=== game_timer ===
### Clock wires, drivers and flops, game_timer

(8 px per µm)
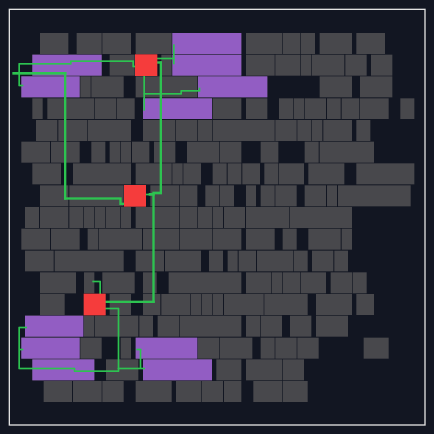

**src/rtl/game_timer.sv**
```systemverilog
// game_timer: BCD round clock with programmable ceiling, up/down counting,
// load, saturate-or-wrap terminal behaviour, expiry pulse and low-time warning.
module game_timer #(
  parameter int unsigned MAX_SECONDS  = 59,
  parameter int unsigned WRAP         = 0,
  parameter int unsigned WARN_SECONDS = 10
) (
  input  logic       clk,
  input  logic       rst,
  input  logic       tick,
  input  logic       pause,
  input  logic       count_down,
  input  logic       load,
  input  logic [3:0] load_tens,
  input  logic [3:0] load_ones,
  output logic [3:0] tens,
  output logic [3:0] ones,
  output logic       done,
  output logic       expire,
  output logic       warn
);

  // Ceiling and warning thresholds clamped to two BCD digits.
  localparam int unsigned MAX_CLAMP  = (MAX_SECONDS > 99) ? 99 : MAX_SECONDS;
  localparam int unsigned WARN_CLAMP = (WARN_SECONDS > 99) ? 99 : WARN_SECONDS;

  // Packed BCD forms; for valid BCD, numeric order equals 8-bit unsigned order.
  localparam logic [7:0] MAX_BCD  = {4'(MAX_CLAMP / 10), 4'(MAX_CLAMP % 10)};
  localparam logic [7:0] WARN_BCD = {4'(WARN_CLAMP / 10), 4'(WARN_CLAMP % 10)};
  localparam logic [7:0] ZERO_BCD = 8'h00;
  localparam logic       WRAP_EN  = (WRAP != 0);

  logic [7:0] cur;
  logic [7:0] load_val;
  logic [7:0] inc_val;
  logic [7:0] dec_val;
  logic [7:0] nxt;
  logic       done_nxt;
  logic       expire_nxt;
  logic       warn_nxt;
  logic       count_tick;
  logic       at_max;
  logic       at_zero;

  assign cur        = {tens, ones};
  assign count_tick = tick & ~pause & ~done;
  assign at_max     = (cur == MAX_BCD);
  assign at_zero    = (cur == ZERO_BCD);

  // Load value: any non-BCD digit or out-of-range value loads the ceiling.
  always_comb begin
    load_val = {load_tens, load_ones};
    if ((load_tens > 4'd9) || (load_ones > 4'd9) || ({load_tens, load_ones} > MAX_BCD)) begin
      load_val = MAX_BCD;
    end
  end

  // BCD increment with ones-to-tens carry.
  always_comb begin
    inc_val = {tens, ones + 4'd1};
    if (ones == 4'd9) begin
      inc_val = {tens + 4'd1, 4'd0};
    end
  end

  // BCD decrement with ones-from-tens borrow.
  always_comb begin
    dec_val = {tens, ones - 4'd1};
    if (ones == 4'd0) begin
      dec_val = {tens - 4'd1, 4'd9};
    end
  end

  // Next value, terminal flag and expiry pulse; load beats a counting tick.
  always_comb begin
    nxt        = cur;
    done_nxt   = done;
    expire_nxt = 1'b0;
    if (load) begin
      nxt      = load_val;
      done_nxt = 1'b0;
    end else if (count_tick) begin
      if (count_down) begin
        if (at_zero) begin
          expire_nxt = 1'b1;
          if (WRAP_EN) begin
            nxt = MAX_BCD;
          end else begin
            done_nxt = 1'b1;
          end
        end else begin
          nxt = dec_val;
          if (!WRAP_EN && (dec_val == ZERO_BCD)) begin
            done_nxt   = 1'b1;
            expire_nxt = 1'b1;
          end
        end
      end else begin
        if (at_max) begin
          expire_nxt = 1'b1;
          if (WRAP_EN) begin
            nxt = ZERO_BCD;
          end else begin
            done_nxt = 1'b1;
          end
        end else begin
          nxt = inc_val;
          if (!WRAP_EN && (inc_val == MAX_BCD)) begin
            done_nxt   = 1'b1;
            expire_nxt = 1'b1;
          end
        end
      end
    end
  end

  // Warning follows the next value so it lines up with the digits.
  always_comb begin
    warn_nxt = 1'b0;
    if (count_down && (nxt != ZERO_BCD) && (nxt <= WARN_BCD)) begin
      warn_nxt = 1'b1;
    end
  end

  // Output registers with synchronous reset.
  always_ff @(posedge clk) begin
    if (rst) begin
      tens   <= 4'd0;
      ones   <= 4'd0;
      done   <= 1'b0;
      expire <= 1'b0;
      warn   <= 1'b0;
    end else begin
      tens   <= nxt[7:4];
      ones   <= nxt[3:0];
      done   <= done_nxt;
      expire <= expire_nxt;
      warn   <= warn_nxt;
    end
  end

endmodule

```
**config.mk**
```make
export PLATFORM = sky130hd
export DESIGN_NAME = game_timer
export DESIGN_NICKNAME = d
export VERILOG_FILES = /design/src/rtl/game_timer.sv
export SDC_FILE = /design/constraint.sdc
export NUM_CORES = 1
export LEC_CHECK = 0
export CORE_UTILIZATION = 45
export CTS_CLUSTER_DIAMETER = 30
export DETAILED_ROUTE_END_ITERATION = 6
export GPL_TIMING_DRIVEN = 0
export PLACE_DENSITY_LB_ADDON = 0.2
export SLEW_MARGIN = 20
export SYNTH_ARGS = -nofsm -noshare
export SYNTH_HDL_FRONTEND = slang
export SYNTH_SLANG_ARGS = --single-unit
export TNS_END_PERCENT = 30
```
**constraint.sdc**
```tcl
create_clock -name clk -period 1.8 [get_ports clk]
set_input_delay 0.27 -clock clk [delete_from_list [all_inputs] [get_ports clk]]
set_output_delay 0.27 -clock clk [all_outputs]
set_load 0.05 [all_outputs]
```
=== pwm_pattern_sched ===
## config.mk

```make
export PLATFORM = sky130hd
export DESIGN_NAME = pwm_pattern_sched
export DESIGN_NICKNAME = d
export VERILOG_FILES = /design/src/rtl/pwm_sched_pkg.sv /design/src/rtl/pwm_rr_arb.sv /design/src/rtl/pwm_pattern_sched.sv
export SDC_FILE = /design/constraint.sdc
export NUM_CORES = 1
export LEC_CHECK = 0
export ABC_AREA = 1
export CAP_MARGIN = 20
export CORE_UTILIZATION = 42
export CTS_CLUSTER_DIAMETER = 40
export DETAILED_ROUTE_END_ITERATION = 10
export HOLD_SLACK_MARGIN = 0.15
export MAX_ROUTING_LAYER = met4
export PLACE_DENSITY = 0.86
export SLEW_MARGIN = 20
export SYNTH_ARGS = -nofsm -noshare
export SYNTH_HDL_FRONTEND = slang
export SYNTH_SLANG_ARGS = --single-unit
```

## constraint.sdc

```tcl
create_clock -name clk -period 3.7 [get_ports clk]
set_input_delay 0.37 -clock clk [delete_from_list [all_inputs] [get_ports clk]]
set_output_delay 0.37 -clock clk [all_outputs]
set_load 0.02 [all_outputs]
```

## src/rtl/pwm_sched_pkg.sv

```systemverilog
// Shared constants and FSM state encoding for the pattern PWM scheduler.
package pwm_sched_pkg;
    localparam int DUTY_W    = 8;
    localparam int N_REQ_MAX = 8;
    localparam int ID_W      = $clog2(N_REQ_MAX);

    typedef enum logic [2:0] {
        ST_IDLE      = 3'd0,
        ST_LAUNCH    = 3'd1,
        ST_WAIT_BUSY = 3'd2,
        ST_RUN       = 3'd3,
        ST_FINISH    = 3'd4
    } sched_state_t;
endpackage

```

## src/rtl/pwm_rr_arb.sv

```systemverilog
// Round-robin picker: the first set request at or after i_ptr, wrapping modulo N_REQ.
module pwm_rr_arb
    import pwm_sched_pkg::*;
#(
    parameter int N_REQ = 4
) (
    input  logic [N_REQ-1:0] i_req,
    input  logic [ID_W-1:0]  i_ptr,
    output logic [N_REQ-1:0] o_winner,
    output logic [ID_W-1:0]  o_idx,
    output logic             o_any
);
    int w_dist;
    int w_best;

    // Smallest circular distance from the pointer wins.
    always_comb begin
        o_winner = '0;
        o_idx    = '0;
        o_any    = 1'b0;
        w_best   = N_REQ;
        w_dist   = 0;
        for (int i = 0; i < N_REQ; i++) begin
            if (i >= int'(i_ptr)) w_dist = i - int'(i_ptr);
            else                  w_dist = i + N_REQ - int'(i_ptr);
            if (i_req[i] && (w_dist < w_best)) begin
                w_best      = w_dist;
                o_winner    = '0;
                o_winner[i] = 1'b1;
                o_idx       = ID_W'(i);
                o_any       = 1'b1;
            end
        end
    end
endmodule

```

## src/rtl/pwm_pattern_sched.sv

```systemverilog
// Shares one pattern PWM engine among N_REQ requesters: round-robin arbitration,
// launch strobe, completion tracking and a per-job watchdog.
module pwm_pattern_sched
    import pwm_sched_pkg::*;
#(
    parameter int N_REQ       = 4,
    parameter int PAT_WIDTH   = 8,
    parameter int TIMEOUT_CYC = 4096
) (
    input  logic                       clk,
    input  logic                       rst,
    input  logic [N_REQ-1:0]           req,
    input  logic [N_REQ*PAT_WIDTH-1:0] req_pat,
    input  logic [N_REQ*DUTY_W-1:0]    req_duty,
    output logic [N_REQ-1:0]           gnt,
    output logic [N_REQ-1:0]           done,
    output logic [N_REQ-1:0]           err,
    output logic                       eng_en,
    output logic [PAT_WIDTH-1:0]       eng_pat,
    output logic [DUTY_W-1:0]          eng_duty,
    input  logic                       eng_busy,
    input  logic                       eng_valid,
    output logic                       sched_busy,
    output logic [ID_W-1:0]            cur_id
);
    localparam int WD_W = $clog2(TIMEOUT_CYC + 1);
    // Counter is cleared in the launch cycle, so this places err exactly
    // TIMEOUT_CYC cycles after the gnt/eng_en cycle.
    localparam logic [WD_W-1:0] WD_LAST = WD_W'(TIMEOUT_CYC - 2);

    sched_state_t r_state, w_state_nxt;

    logic [ID_W-1:0]      r_ptr, r_win_idx, r_cur_id, w_arb_idx, w_ptr_nxt;
    logic [N_REQ-1:0]     r_win_oh, r_gnt, r_done, r_err, w_arb_oh;
    logic                 w_arb_any, w_launch, w_complete, w_abort, w_wd_expire;
    logic                 r_eng_en, r_busy;
    logic [PAT_WIDTH-1:0] r_pat, w_sel_pat;
    logic [DUTY_W-1:0]    r_duty, w_sel_duty;
    logic [WD_W-1:0]      r_wd;

    pwm_rr_arb #(.N_REQ(N_REQ)) u_arb (
        .i_req    (req),
        .i_ptr    (r_ptr),
        .o_winner (w_arb_oh),
        .o_idx    (w_arb_idx),
        .o_any    (w_arb_any)
    );

    always_comb begin
        w_sel_pat  = '0;
        w_sel_duty = '0;
        for (int i = 0; i < N_REQ; i++) begin
            if (w_arb_oh[i]) begin
                w_sel_pat  = req_pat[i*PAT_WIDTH +: PAT_WIDTH];
                w_sel_duty = req_duty[i*DUTY_W +: DUTY_W];
            end
        end
    end

    assign w_wd_expire = (r_wd == WD_LAST);
    assign w_ptr_nxt   = (r_win_idx == ID_W'(N_REQ - 1)) ? '0 : r_win_idx + 1'b1;

    // eng_valid is checked before the watchdog so a coincident expiry still completes.
    always_comb begin
        w_state_nxt = r_state;
        w_launch    = 1'b0;
        w_complete  = 1'b0;
        w_abort     = 1'b0;
        case (r_state)
            ST_IDLE: begin
                if (w_arb_any && !eng_busy) begin
                    w_state_nxt = ST_LAUNCH;
                    w_launch    = 1'b1;
                end
            end
            ST_LAUNCH: w_state_nxt = ST_WAIT_BUSY;
            ST_WAIT_BUSY, ST_RUN: begin
                if (eng_valid) begin
                    w_state_nxt = ST_FINISH;
                    w_complete  = 1'b1;
                end else if (w_wd_expire) begin
                    w_state_nxt = ST_IDLE;
                    w_abort     = 1'b1;
                end else if (eng_busy) begin
                    w_state_nxt = ST_RUN;
                end
            end
            ST_FINISH: w_state_nxt = ST_IDLE;
            default:   w_state_nxt = ST_IDLE;
        endcase
    end

    always_ff @(posedge clk or posedge rst) begin
        if (rst) r_state <= ST_IDLE;
        else     r_state <= w_state_nxt;
    end

    always_ff @(posedge clk or posedge rst) begin
        if (rst) begin
            r_ptr     <= '0;
            r_win_idx <= '0;
            r_win_oh  <= '0;
            r_cur_id  <= '0;
            r_gnt     <= '0;
            r_done    <= '0;
            r_err     <= '0;
            r_eng_en  <= 1'b0;
            r_busy    <= 1'b0;
            r_pat     <= '0;
            r_duty    <= '0;
            r_wd      <= '0;
        end else begin
            r_gnt    <= w_launch   ? w_arb_oh : '0;
            r_eng_en <= w_launch;
            r_done   <= w_complete ? r_win_oh : '0;
            r_err    <= w_abort    ? r_win_oh : '0;
            r_busy   <= (w_state_nxt != ST_IDLE);
            if (w_state_nxt == ST_IDLE) r_cur_id <= '0;
            else if (w_launch)          r_cur_id <= w_arb_idx;

            if (w_launch) begin
                r_win_oh  <= w_arb_oh;
                r_win_idx <= w_arb_idx;
                r_pat     <= w_sel_pat;
                r_duty    <= w_sel_duty;
            end else if ((r_state == ST_FINISH) || w_abort) begin
                r_ptr  <= w_ptr_nxt;
                r_pat  <= '0;
                r_duty <= '0;
            end

            if (r_state == ST_LAUNCH)
                r_wd <= '0;
            else if ((r_state == ST_WAIT_BUSY) || (r_state == ST_RUN))
                r_wd <= r_wd + 1'b1;
        end
    end

    assign gnt        = r_gnt;
    assign done       = r_done;
    assign err        = r_err;
    assign eng_en     = r_eng_en;
    assign eng_pat    = r_pat;
    assign eng_duty   = r_duty;
    assign sched_busy = r_busy;
    assign cur_id     = r_cur_id;
endmodule

```

=== morse_decoder_flat ===
File: src/rtl/morse_pkg.sv
// Shared constants and FSM state type for the Morse decoder.
// Holds the ASCII codes emitted for spaces and undecodable characters.
package morse_pkg;

  localparam logic [7:0] ASCII_SPACE     = 8'h20;
  localparam logic [7:0] ASCII_QMARK     = 8'h3F;
  localparam int         MAX_SYM_DEFAULT = 6;

  typedef enum logic [1:0] {
    ST_IDLE,
    ST_MARK,
    ST_GAP
  } state_t;

endpackage

File: src/rtl/morse_decoder_if.sv
// Decoded-character bus: one-cycle valid pulse, payload fields hold between pulses.
// No ready path: the consumer must accept every pulse.
interface morse_decoder_if;

  logic [7:0] char_out;
  logic       char_valid;
  logic [7:0] pattern_out;
  logic [2:0] length_out;
  logic       err;

  modport master (
    output char_out,
    output char_valid,
    output pattern_out,
    output length_out,
    output err
  );

  modport slave (
    input char_out,
    input char_valid,
    input pattern_out,
    input length_out,
    input err
  );

endinterface

File: src/rtl/morse_lut.sv
// Combinational ITU Morse table for A-Z and 0-9; bit i = symbol i, 1 = dash.
// Zero latency, no flow control.
module morse_lut
  import morse_pkg::*;
(
  input  logic [7:0] pattern,
  input  logic [2:0] length,
  output logic [7:0] ascii,
  output logic       valid
);

  logic [7:0] key;

  assign key = {length, pattern[4:0]};

  always_comb begin
    ascii = ASCII_QMARK;
    valid = 1'b1;
    case (key)
      {3'd2, 5'd2}:  ascii = "A";
      {3'd4, 5'd1}:  ascii = "B";
      {3'd4, 5'd5}:  ascii = "C";
      {3'd3, 5'd1}:  ascii = "D";
      {3'd1, 5'd0}:  ascii = "E";
      {3'd4, 5'd4}:  ascii = "F";
      {3'd3, 5'd3}:  ascii = "G";
      {3'd4, 5'd0}:  ascii = "H";
      {3'd2, 5'd0}:  ascii = "I";
      {3'd4, 5'd14}: ascii = "J";
      {3'd3, 5'd5}:  ascii = "K";
      {3'd4, 5'd2}:  ascii = "L";
      {3'd2, 5'd3}:  ascii = "M";
      {3'd2, 5'd1}:  ascii = "N";
      {3'd3, 5'd7}:  ascii = "O";
      {3'd4, 5'd6}:  ascii = "P";
      {3'd4, 5'd11}: ascii = "Q";
      {3'd3, 5'd2}:  ascii = "R";
      {3'd3, 5'd0}:  ascii = "S";
      {3'd1, 5'd1}:  ascii = "T";
      {3'd3, 5'd4}:  ascii = "U";
      {3'd4, 5'd8}:  ascii = "V";
      {3'd3, 5'd6}:  ascii = "W";
      {3'd4, 5'd9}:  ascii = "X";
      {3'd4, 5'd13}: ascii = "Y";
      {3'd4, 5'd3}:  ascii = "Z";
      {3'd5, 5'd31}: ascii = "0";
      {3'd5, 5'd30}: ascii = "1";
      {3'd5, 5'd28}: ascii = "2";
      {3'd5, 5'd24}: ascii = "3";
      {3'd5, 5'd16}: ascii = "4";
      {3'd5, 5'd0}:  ascii = "5";
      {3'd5, 5'd1}:  ascii = "6";
      {3'd5, 5'd3}:  ascii = "7";
      {3'd5, 5'd7}:  ascii = "8";
      {3'd5, 5'd15}: ascii = "9";
      default:       valid = 1'b0;
    endcase
    // Symbols beyond the fifth never form a valid character.
    if (pattern[7:5] != 3'b000) valid = 1'b0;
  end

endmodule

File: src/rtl/morse_decoder.sv
// Morse key decoder: times marks/gaps in dot units and emits ASCII; word space gated by MORSE_DEC_WORD_SPACE_EN.
// Latency: char_valid 1 cycle after the gap reaches 2 units (space at 5 units); no backpressure, pulses are fire-and-forget.
module morse_decoder
  import morse_pkg::*;
#(
  parameter int CNT_W   = 16,
  parameter int MAX_SYM = MAX_SYM_DEFAULT
) (
  input  logic             clk,
  input  logic             rst_n,
  input  logic             key_in,
  input  logic [CNT_W-1:0] unit_ticks,
  morse_decoder_if.master  dec
);

  localparam logic [2:0] MAX_LEN = 3'(MAX_SYM);

  state_t           state;
  logic             key_q1;
  logic             key_s;
  logic [CNT_W-1:0] cnt;
  logic [CNT_W-1:0] cnt_inc;
  logic [7:0]       sym_buf;
  logic [2:0]       sym_cnt;
  logic             ovf;

  logic [7:0]       char_q;
  logic             valid_q;
  logic [7:0]       pattern_q;
  logic [2:0]       length_q;
  logic             err_q;

  logic [CNT_W+2:0] unit_w;
  logic [CNT_W+2:0] thr2;
  logic [CNT_W+2:0] cnt_w;
  logic             is_dash;
  logic             char_end;
  logic [7:0]       lut_ascii;
  logic             lut_valid;

  // Thresholds are computed three bits wider so 5*unit never overflows.
  assign unit_w  = (unit_ticks == '0) ? {{(CNT_W+2){1'b0}}, 1'b1} : {3'b000, unit_ticks};
  assign thr2    = unit_w << 1;
  assign cnt_w   = {3'b000, cnt};
  assign cnt_inc = (cnt == '1) ? cnt : cnt + CNT_W'(1);
  assign is_dash = (cnt_w >= thr2);

`ifdef MORSE_DEC_WORD_SPACE_EN
  logic             emitted;
  logic [CNT_W+2:0] thr5;

  assign thr5     = (unit_w << 2) + unit_w;
  assign char_end = (state == ST_GAP) && !emitted && (cnt_w >= thr2);
`else
  assign char_end = (state == ST_GAP) && (cnt_w >= thr2);
`endif

  morse_lut u_lut (
    .pattern (sym_buf),
    .length  (sym_cnt),
    .ascii   (lut_ascii),
    .valid   (lut_valid)
  );

  always_ff @(posedge clk or negedge rst_n) begin
    if (!rst_n) begin
      state     <= ST_IDLE;
      key_q1    <= 1'b0;
      key_s     <= 1'b0;
      cnt       <= '0;
      sym_buf   <= '0;
      sym_cnt   <= '0;
      ovf       <= 1'b0;
      char_q    <= 8'h00;
      valid_q   <= 1'b0;
      pattern_q <= 8'h00;
      length_q  <= 3'd0;
      err_q     <= 1'b0;
`ifdef MORSE_DEC_WORD_SPACE_EN
      emitted   <= 1'b0;
`endif
    end else begin
      key_q1  <= key_in;
      key_s   <= key_q1;
      valid_q <= 1'b0;
      case (state)
        ST_IDLE: begin
          if (key_s) begin
            state <= ST_MARK;
            cnt   <= CNT_W'(1);
          end
        end
        ST_MARK: begin
          if (key_s) begin
            cnt <= cnt_inc;
          end else begin
            // Marks past the symbol limit are dropped but poison the character.
            if (sym_cnt < MAX_LEN) begin
              sym_buf[sym_cnt] <= is_dash;
              sym_cnt          <= sym_cnt + 3'd1;
            end else begin
              ovf <= 1'b1;
            end
            state <= ST_GAP;
            cnt   <= CNT_W'(1);
          end
        end
        ST_GAP: begin
          cnt <= cnt_inc;
          if (char_end) begin
            valid_q   <= 1'b1;
            pattern_q <= sym_buf;
            length_q  <= sym_cnt;
            if (ovf || !lut_valid) begin
              char_q <= ASCII_QMARK;
              err_q  <= 1'b1;
            end else begin
              char_q <= lut_ascii;
              err_q  <= 1'b0;
            end
            sym_buf <= '0;
            sym_cnt <= '0;
            ovf     <= 1'b0;
`ifdef MORSE_DEC_WORD_SPACE_EN
            emitted <= 1'b1;
          end else if (emitted && (cnt_w >= thr5)) begin
            valid_q   <= 1'b1;
            char_q    <= ASCII_SPACE;
            pattern_q <= 8'h00;
            length_q  <= 3'd0;
            err_q     <= 1'b0;
            emitted   <= 1'b0;
            state     <= ST_IDLE;
`else
            state   <= ST_IDLE;
`endif
          end
          // A rise on the ending cycle still starts a fresh character.
          if (key_s) begin
            state <= ST_MARK;
            cnt   <= CNT_W'(1);
`ifdef MORSE_DEC_WORD_SPACE_EN
            emitted <= 1'b0;
`endif
          end
        end
        default: state <= ST_IDLE;
      endcase
    end
  end

  assign dec.char_out    = char_q;
  assign dec.char_valid  = valid_q;
  assign dec.pattern_out = pattern_q;
  assign dec.length_out  = length_q;
  assign dec.err         = err_q;

endmodule

File: src/flat_wrapper.sv
// flat-port wrapper written by rule: the top's interface ports become plain ports
module morse_decoder_flat import morse_pkg::*;
#(
  parameter int CNT_W   = 16,
  parameter int MAX_SYM = MAX_SYM_DEFAULT
)
  (clk, rst_n, key_in, unit_ticks, dec_char_out, dec_char_valid, dec_pattern_out, dec_length_out, dec_err);
  morse_decoder_if dec_i ();
  input  logic clk;
  input  logic rst_n;
  input  logic key_in;
  input  logic [CNT_W-1:0] unit_ticks;
  output wire logic [$bits(dec_i.char_out)-1:0] dec_char_out;
  output wire logic [$bits(dec_i.char_valid)-1:0] dec_char_valid;
  output wire logic [$bits(dec_i.pattern_out)-1:0] dec_pattern_out;
  output wire logic [$bits(dec_i.length_out)-1:0] dec_length_out;
  output wire logic [$bits(dec_i.err)-1:0] dec_err;
  assign dec_char_out = dec_i.char_out;
  assign dec_char_valid = dec_i.char_valid;
  assign dec_pattern_out = dec_i.pattern_out;
  assign dec_length_out = dec_i.length_out;
  assign dec_err = dec_i.err;
  morse_decoder #(.CNT_W(CNT_W), .MAX_SYM(MAX_SYM)) u_core (.clk(clk), .rst_n(rst_n), .key_in(key_in), .unit_ticks(unit_ticks), .dec(dec_i));
endmodule
File: config.mk
export PLATFORM = sky130hd
export DESIGN_NAME = morse_decoder_flat
export DESIGN_NICKNAME = d
export VERILOG_FILES = /design/src/rtl/morse_pkg.sv /design/src/rtl/morse_decoder_if.sv /design/src/rtl/morse_lut.sv /design/src/rtl/morse_decoder.sv /design/src/flat_wrapper.sv
export SDC_FILE = /design/constraint.sdc
export NUM_CORES = 1
export LEC_CHECK = 0
export ABC_AREA = 1
export CORE_MARGIN = 5
export CORE_UTILIZATION = 45
export CTS_CLUSTER_SIZE = 30
export DETAILED_ROUTE_END_ITERATION = 7
export DONT_BUFFER_PORTS = 1
export PLACE_DENSITY = 0.63
export SYNTH_ARGS = -nofsm -noshare
export SYNTH_HDL_FRONTEND = slang
export SYNTH_HIERARCHICAL = 1
export SYNTH_SLANG_ARGS = --single-unit
File: constraint.sdc
create_clock -name clk -period 1.93 [get_ports clk]
set_input_delay 0.386 -clock clk [delete_from_list [all_inputs] [get_ports clk]]
set_output_delay 0.386 -clock clk [all_outputs]
set_load 0.1 [all_outputs]

==> notes/layouts.md <==
Pictures saved along the way, in no particular order.

M3 wires.
picture 1
(10 px per µm)
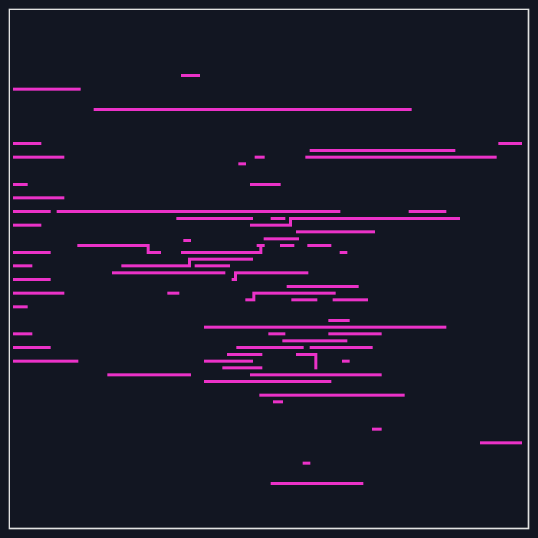
picture 2
(4 px per µm)
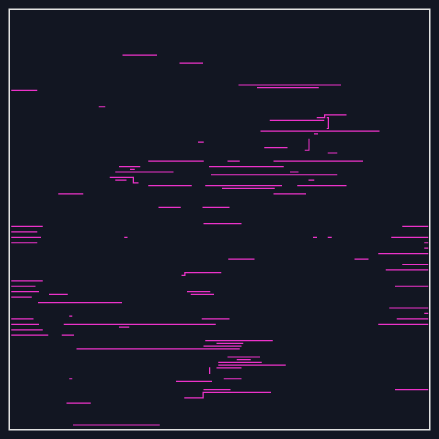
picture 3
(4 px per µm)
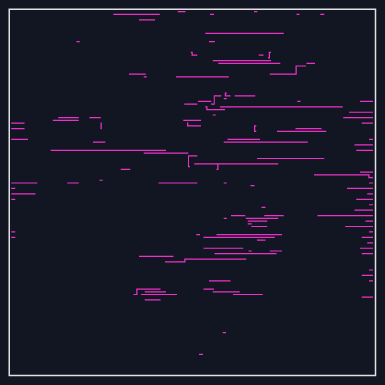
- picture 2 = morse_decoder_flat
- picture 3 = pwm_pattern_sched
- picture 1 = game_timer
- smallest die: picture 1
- largest die: picture 2

Key to picture 1:
main direction	horizontal
wire length on this layer	403 µm
nets with wire on the layer	51

### Sequential cells colored by netlist name, pwm_pattern_sched

(4 px per µm) Other sequential cells in the stronger gray, the rest of the logic in the fainter gray.
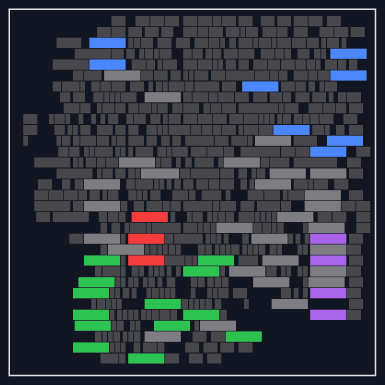
color	netlist name	placed flops
red	`r_state`	3
blue	`eng_duty`	8
purple	`done`	4
green	`r_wd`	13
not colored	28
footprint of the flip-flops and latches: 1403 µm²
final design utilization: 69.20%
sequential share of cell area: 26.23%
P_seq: 892 µW

==> results.txt, pwm_pattern_sched <==
The implementation run finished. Buffers inserted to repair hold after CTS numbered 0. The synthesized netlist was found by Yosys to have 425 cells. Setup repair after global routing could not meet its margin everywhere. Fraction of area in clock buffers and inverters landed at 2.082%. In the synthesis report, Yosys lists the chip area as 3341 µm². Wire length per cell after detailed routing landed at 16.15 µm.

The flow ran to the end, but the final reports show violations. The timing report gives the worst reg2reg path a setup slack of -0.18 ns. By startpoint and endpoint, the worst setup path is classified as reg2reg.

The cell that appears most often on the critical path is sky130_fd_sc_hd__nand2_1. Number of rows in the core area landed at 32. Via count of the first global-routing pass landed at 3603.

Final setup slack of the worst path landed at -0.1787 ns. Part of the power in registers landed at 20.2%. The final layout report lists a non-clock inverter count of 65.

Global-route usage over all layers landed at 25.67%. Number of enable flip-flop cells landed at 0. Number of max-slew violations in the final report landed at 0. Number of antenna violations at the first check in global routing landed at 0. The final reports fail on negative setup slack.

During synthesis, Yosys emitted a total of 0 warnings. Once layout is done, the placed cells without fillers occupy 5348 µm². The net count of the finished layout is 657. Of all cell types, the one taking the most synthesized area is sky130_fd_sc_hd__dfrtp_1. During tapcell insertion the tool placed 102 well taps. Share of flip-flops with an asynchronous set or reset landed at 100.0%. Detailed routing placed a total of 5.703 mm of wire on met2. After synthesis, the netlist uses 35 different library cells. In this run the count of I/O pins placed on the die edge is 105. Among all cell classes, the greatest summed area belongs to combinational gates.

Instance count after placement with tap cells included landed at 648. Design internal power landed at 2409 µW. Sink count of the clock tree landed at 56. CTS reports a maximum clock tree buffer depth of 2. Setup violations remaining at the end of the flow were counted as 19.

Power in the clock group landed at 405 µW. The clock tree synthesis step divided the H-tree into 2 levels.
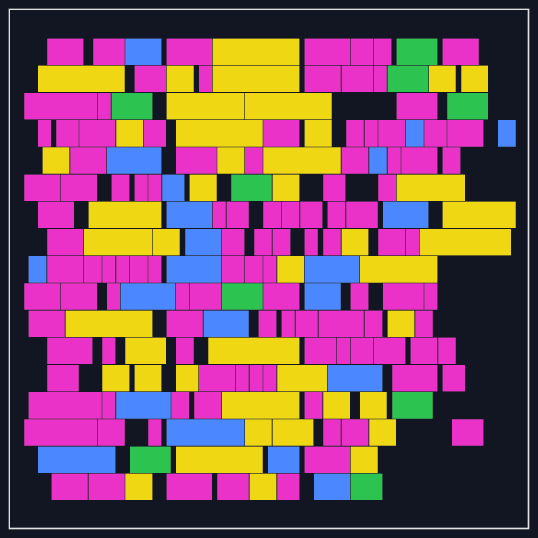
*Drive-strength map, game_timer*
(10 px per µm)
color	size	cells	share
green	drive 6 and up	9	4.8%
magenta	drive 1 or less	114	61%
yellow	drive 3 to 4	43	23%
blue	drive 2	21	11%
Finished Cell Area: 1797 µm²
non-clock buffer total of the final layout: 53

About 'Clock wires, drivers and flops' of game_timer:
[red] cells driving clock nets | count: 3
[green] clock wires | length: 153 µm
[purple] flip-flops | count: 11
routed clock nets	4
latest clock arrival within the worst-skew pair: 0.27 ns
Clk. pwr: 170 µW
largest clock skew in the final design: 0.0006115 ns
relative contribution of the clock network to total power: 18.6%

==> results.txt, game_timer <==
The implementation run finished. The design has 11 sequential cells. In the routed design, unresolved DRC markers number 0. Looking at the max-slew report, the worst-margin pin has a slew of 0.8503 ns.

During I/O placement, the number of pins put on the boundary was 25. Portion of synthesized cell area occupied by the leading cell type landed at 19.75%. Clock tree synthesis inserted a total of 3 buffers. For this run, the script counts the antenna cells in the layout as 0. After detailed placement, the design holds a cell count of 189. The run finished, with violations left.

In the post-route analysis, the smallest setup slack over all paths is -0.2096 ns. Design internal power landed at 555.8 µW. Number of buffers and inverters on the critical path landed at 1. Count of filler cells inserted in the layout landed at 136. Proportion of cell area occupied by multi-input gates landed at 54.32%. Worst slack at placement landed at -0.5266 ns. Net switching power figure landed at 354.5 µW. The startpoint identified for the worst register-to-register timing path is ones[3]$_SDFF_PP0_.

Largest stage delay on the critical path landed at 0.71 ns. Number of antenna violations at the first check in global routing landed at 0. The number of maximum-capacitance violations recorded for the run is 0. The largest registers in the layout are ones (4), tens (4). TritonCTS built the clock tree. The non-clock inverters instantiated in the layout total 9. Entering global routing, the biggest net connects 12 pins.

Post-route antenna net violation count landed at 0. Number of hold buffers added after cts landed at 0. The final power report lists total power as 910.3 µW.

Number of failing setup endpoints in the final timing report landed at 4. The final reports fail on negative setup slack. Area used by multi-input combinational logic landed at 975.9 µm². Sequential standard cell area landed at 245.2 µm².

The report lists the cells along the critical path as clkdlybuf4s50_1 > nand2_1 > nor4b_1 > o22ai_4 > o31a_1 > nor3_2. For reference, the critical path is launched at load_tens[2]. The final report gives the core utilization as 78.94%.

Registers are responsible for 30.7% of the overall power. Of the total synthesized cell area, the portion taken by AND-OR and OR-AND cells is 26.37%. Data on the critical path is required at its endpoint by 2.00 ns.

In the synthesized netlist, the dominant kind of combinational cell is simple AND/OR/NAND/NOR gates. The class occupying the most area after layout is reported as combinational gates. In the synthesized netlist, the cells that appear most often are 14 x sky130_fd_sc_hd__nor2_1, 11 x sky130_fd_sc_hd__dfxtp_1, 9 x sky130_fd_sc_hd__inv_1, 9 x sky130_fd_sc_hd__o21ai_0, 8 x sky130_fd_sc_hd__nor3_1.

Horizontal die size landed at 51.78 µm. Data arrival time of the critical path landed at 2.21 ns. The global routing stage identified its most utilized layer as met2.

In this run the tightest slew margin relative to its limit is 42.51%. Once iteration 0 of detailed routing completed, the report listed 94 DRC markers.
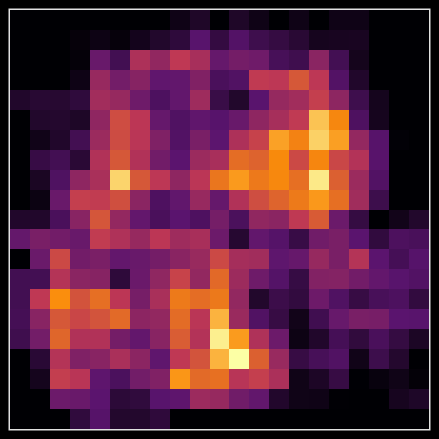
*Signal metal coverage by tile, morse_decoder_flat*
(4 px per µm) The die is cut into 21 by 21 equal tiles; black is low, pale yellow is high, scaled to the fullest tile. Values are wire area over tile area, all layers added.
nearly empty tiles	18%
fullest tile	0.62
tiles over half the peak	17%
mean over tiles	0.17
routed via count: 4309
detailed-route wire length: 11.57 mm
average routed wire per standard cell: 13.97 µm

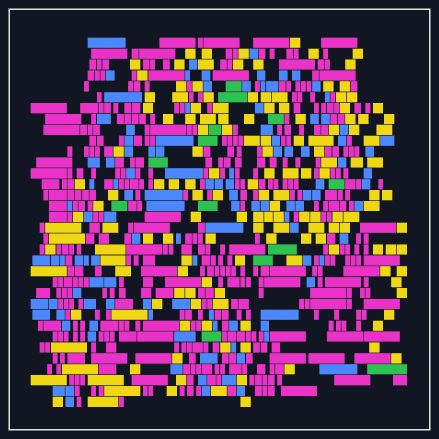
*Drive-strength map, morse_decoder_flat*
(4 px per µm)
color	size	cells	share	most used
yellow	drive 3 to 4	153	21%	buf_4
magenta	drive 1 or less	439	61%	nand2_1
green	drive 6 and up	13	1.8%	clkbuf_8
blue	drive 2	115	16%	nand2_2
Finished Cell Area: 5605 µm²
Area growth, synth to finish: 38.70%
post-layout worst setup margin: 0.05352 ns

==> results.txt, morse_decoder_flat <==
The implementation run finished. The top cell type in the final layout, fill and taps aside, is sky130_fd_sc_hd__nand2_1. STA lists the maximum fanout along the critical path as 5. The largest part of the power goes to combinational cells. Per STA, the highest per-stage delay on the worst path measures 0.43 ns.

Post-route antenna net violation count landed at 0. The endpoint of the worst hold path is reported as u_core/key_q1$_DFF_PN0_. Final hold analysis gives a worst-case slack of 0.09594 ns.

Summing the areas of all and, or, nand and nor instances in the mapped netlist gives 41.33% of the synthesized area. Largest net degree at the start of global routing landed at 54. The run finished with clean final reports. The number of antenna diodes in the final layout is 0.

Average size of a mapped cell landed at 6.758 µm². Combinational share of power landed at 58.6%. Combinational power landed at 2760 µW. Instance count after placement with tap cells included landed at 803. Final worst-path cycle share landed at 97.23%. Global routing consumed, on the met2 layer, 32.33% of the routing resources. CTS placed an instance of sky130_fd_sc_hd__clkbuf_8 at the clock tree root. Mean number of vias per cell landed at 5.204.

Yosys attributes the largest share of cell area to sky130_fd_sc_hd__dfrtp_1 33%, sky130_fd_sc_hd__nand2_1 17%, sky130_fd_sc_hd__nor2_1 6.9%, sky130_fd_sc_hd__ha_1 6.5%, sky130_fd_sc_hd__inv_1 5.3%.


## Gallery

Clock nets.
image #1
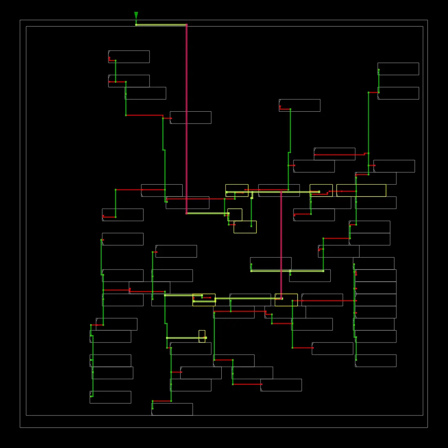
image #2
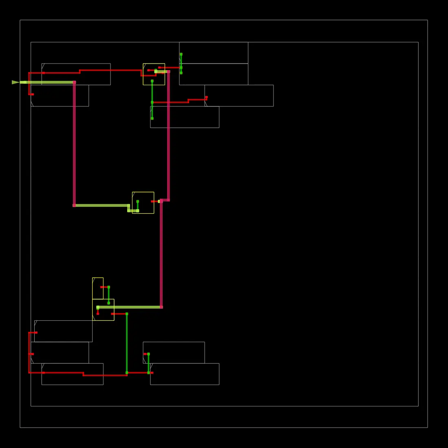
image #3
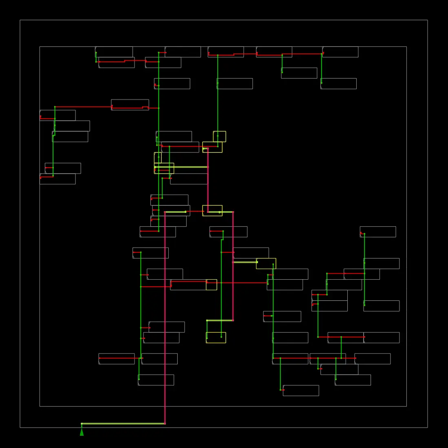
morse_decoder_flat is image #3.
game_timer is image #2.
pwm_pattern_sched is image #1.
- fewest sequential cells: image #2

Power figures rest on the tool's default switching activity, not on a simulated workload.
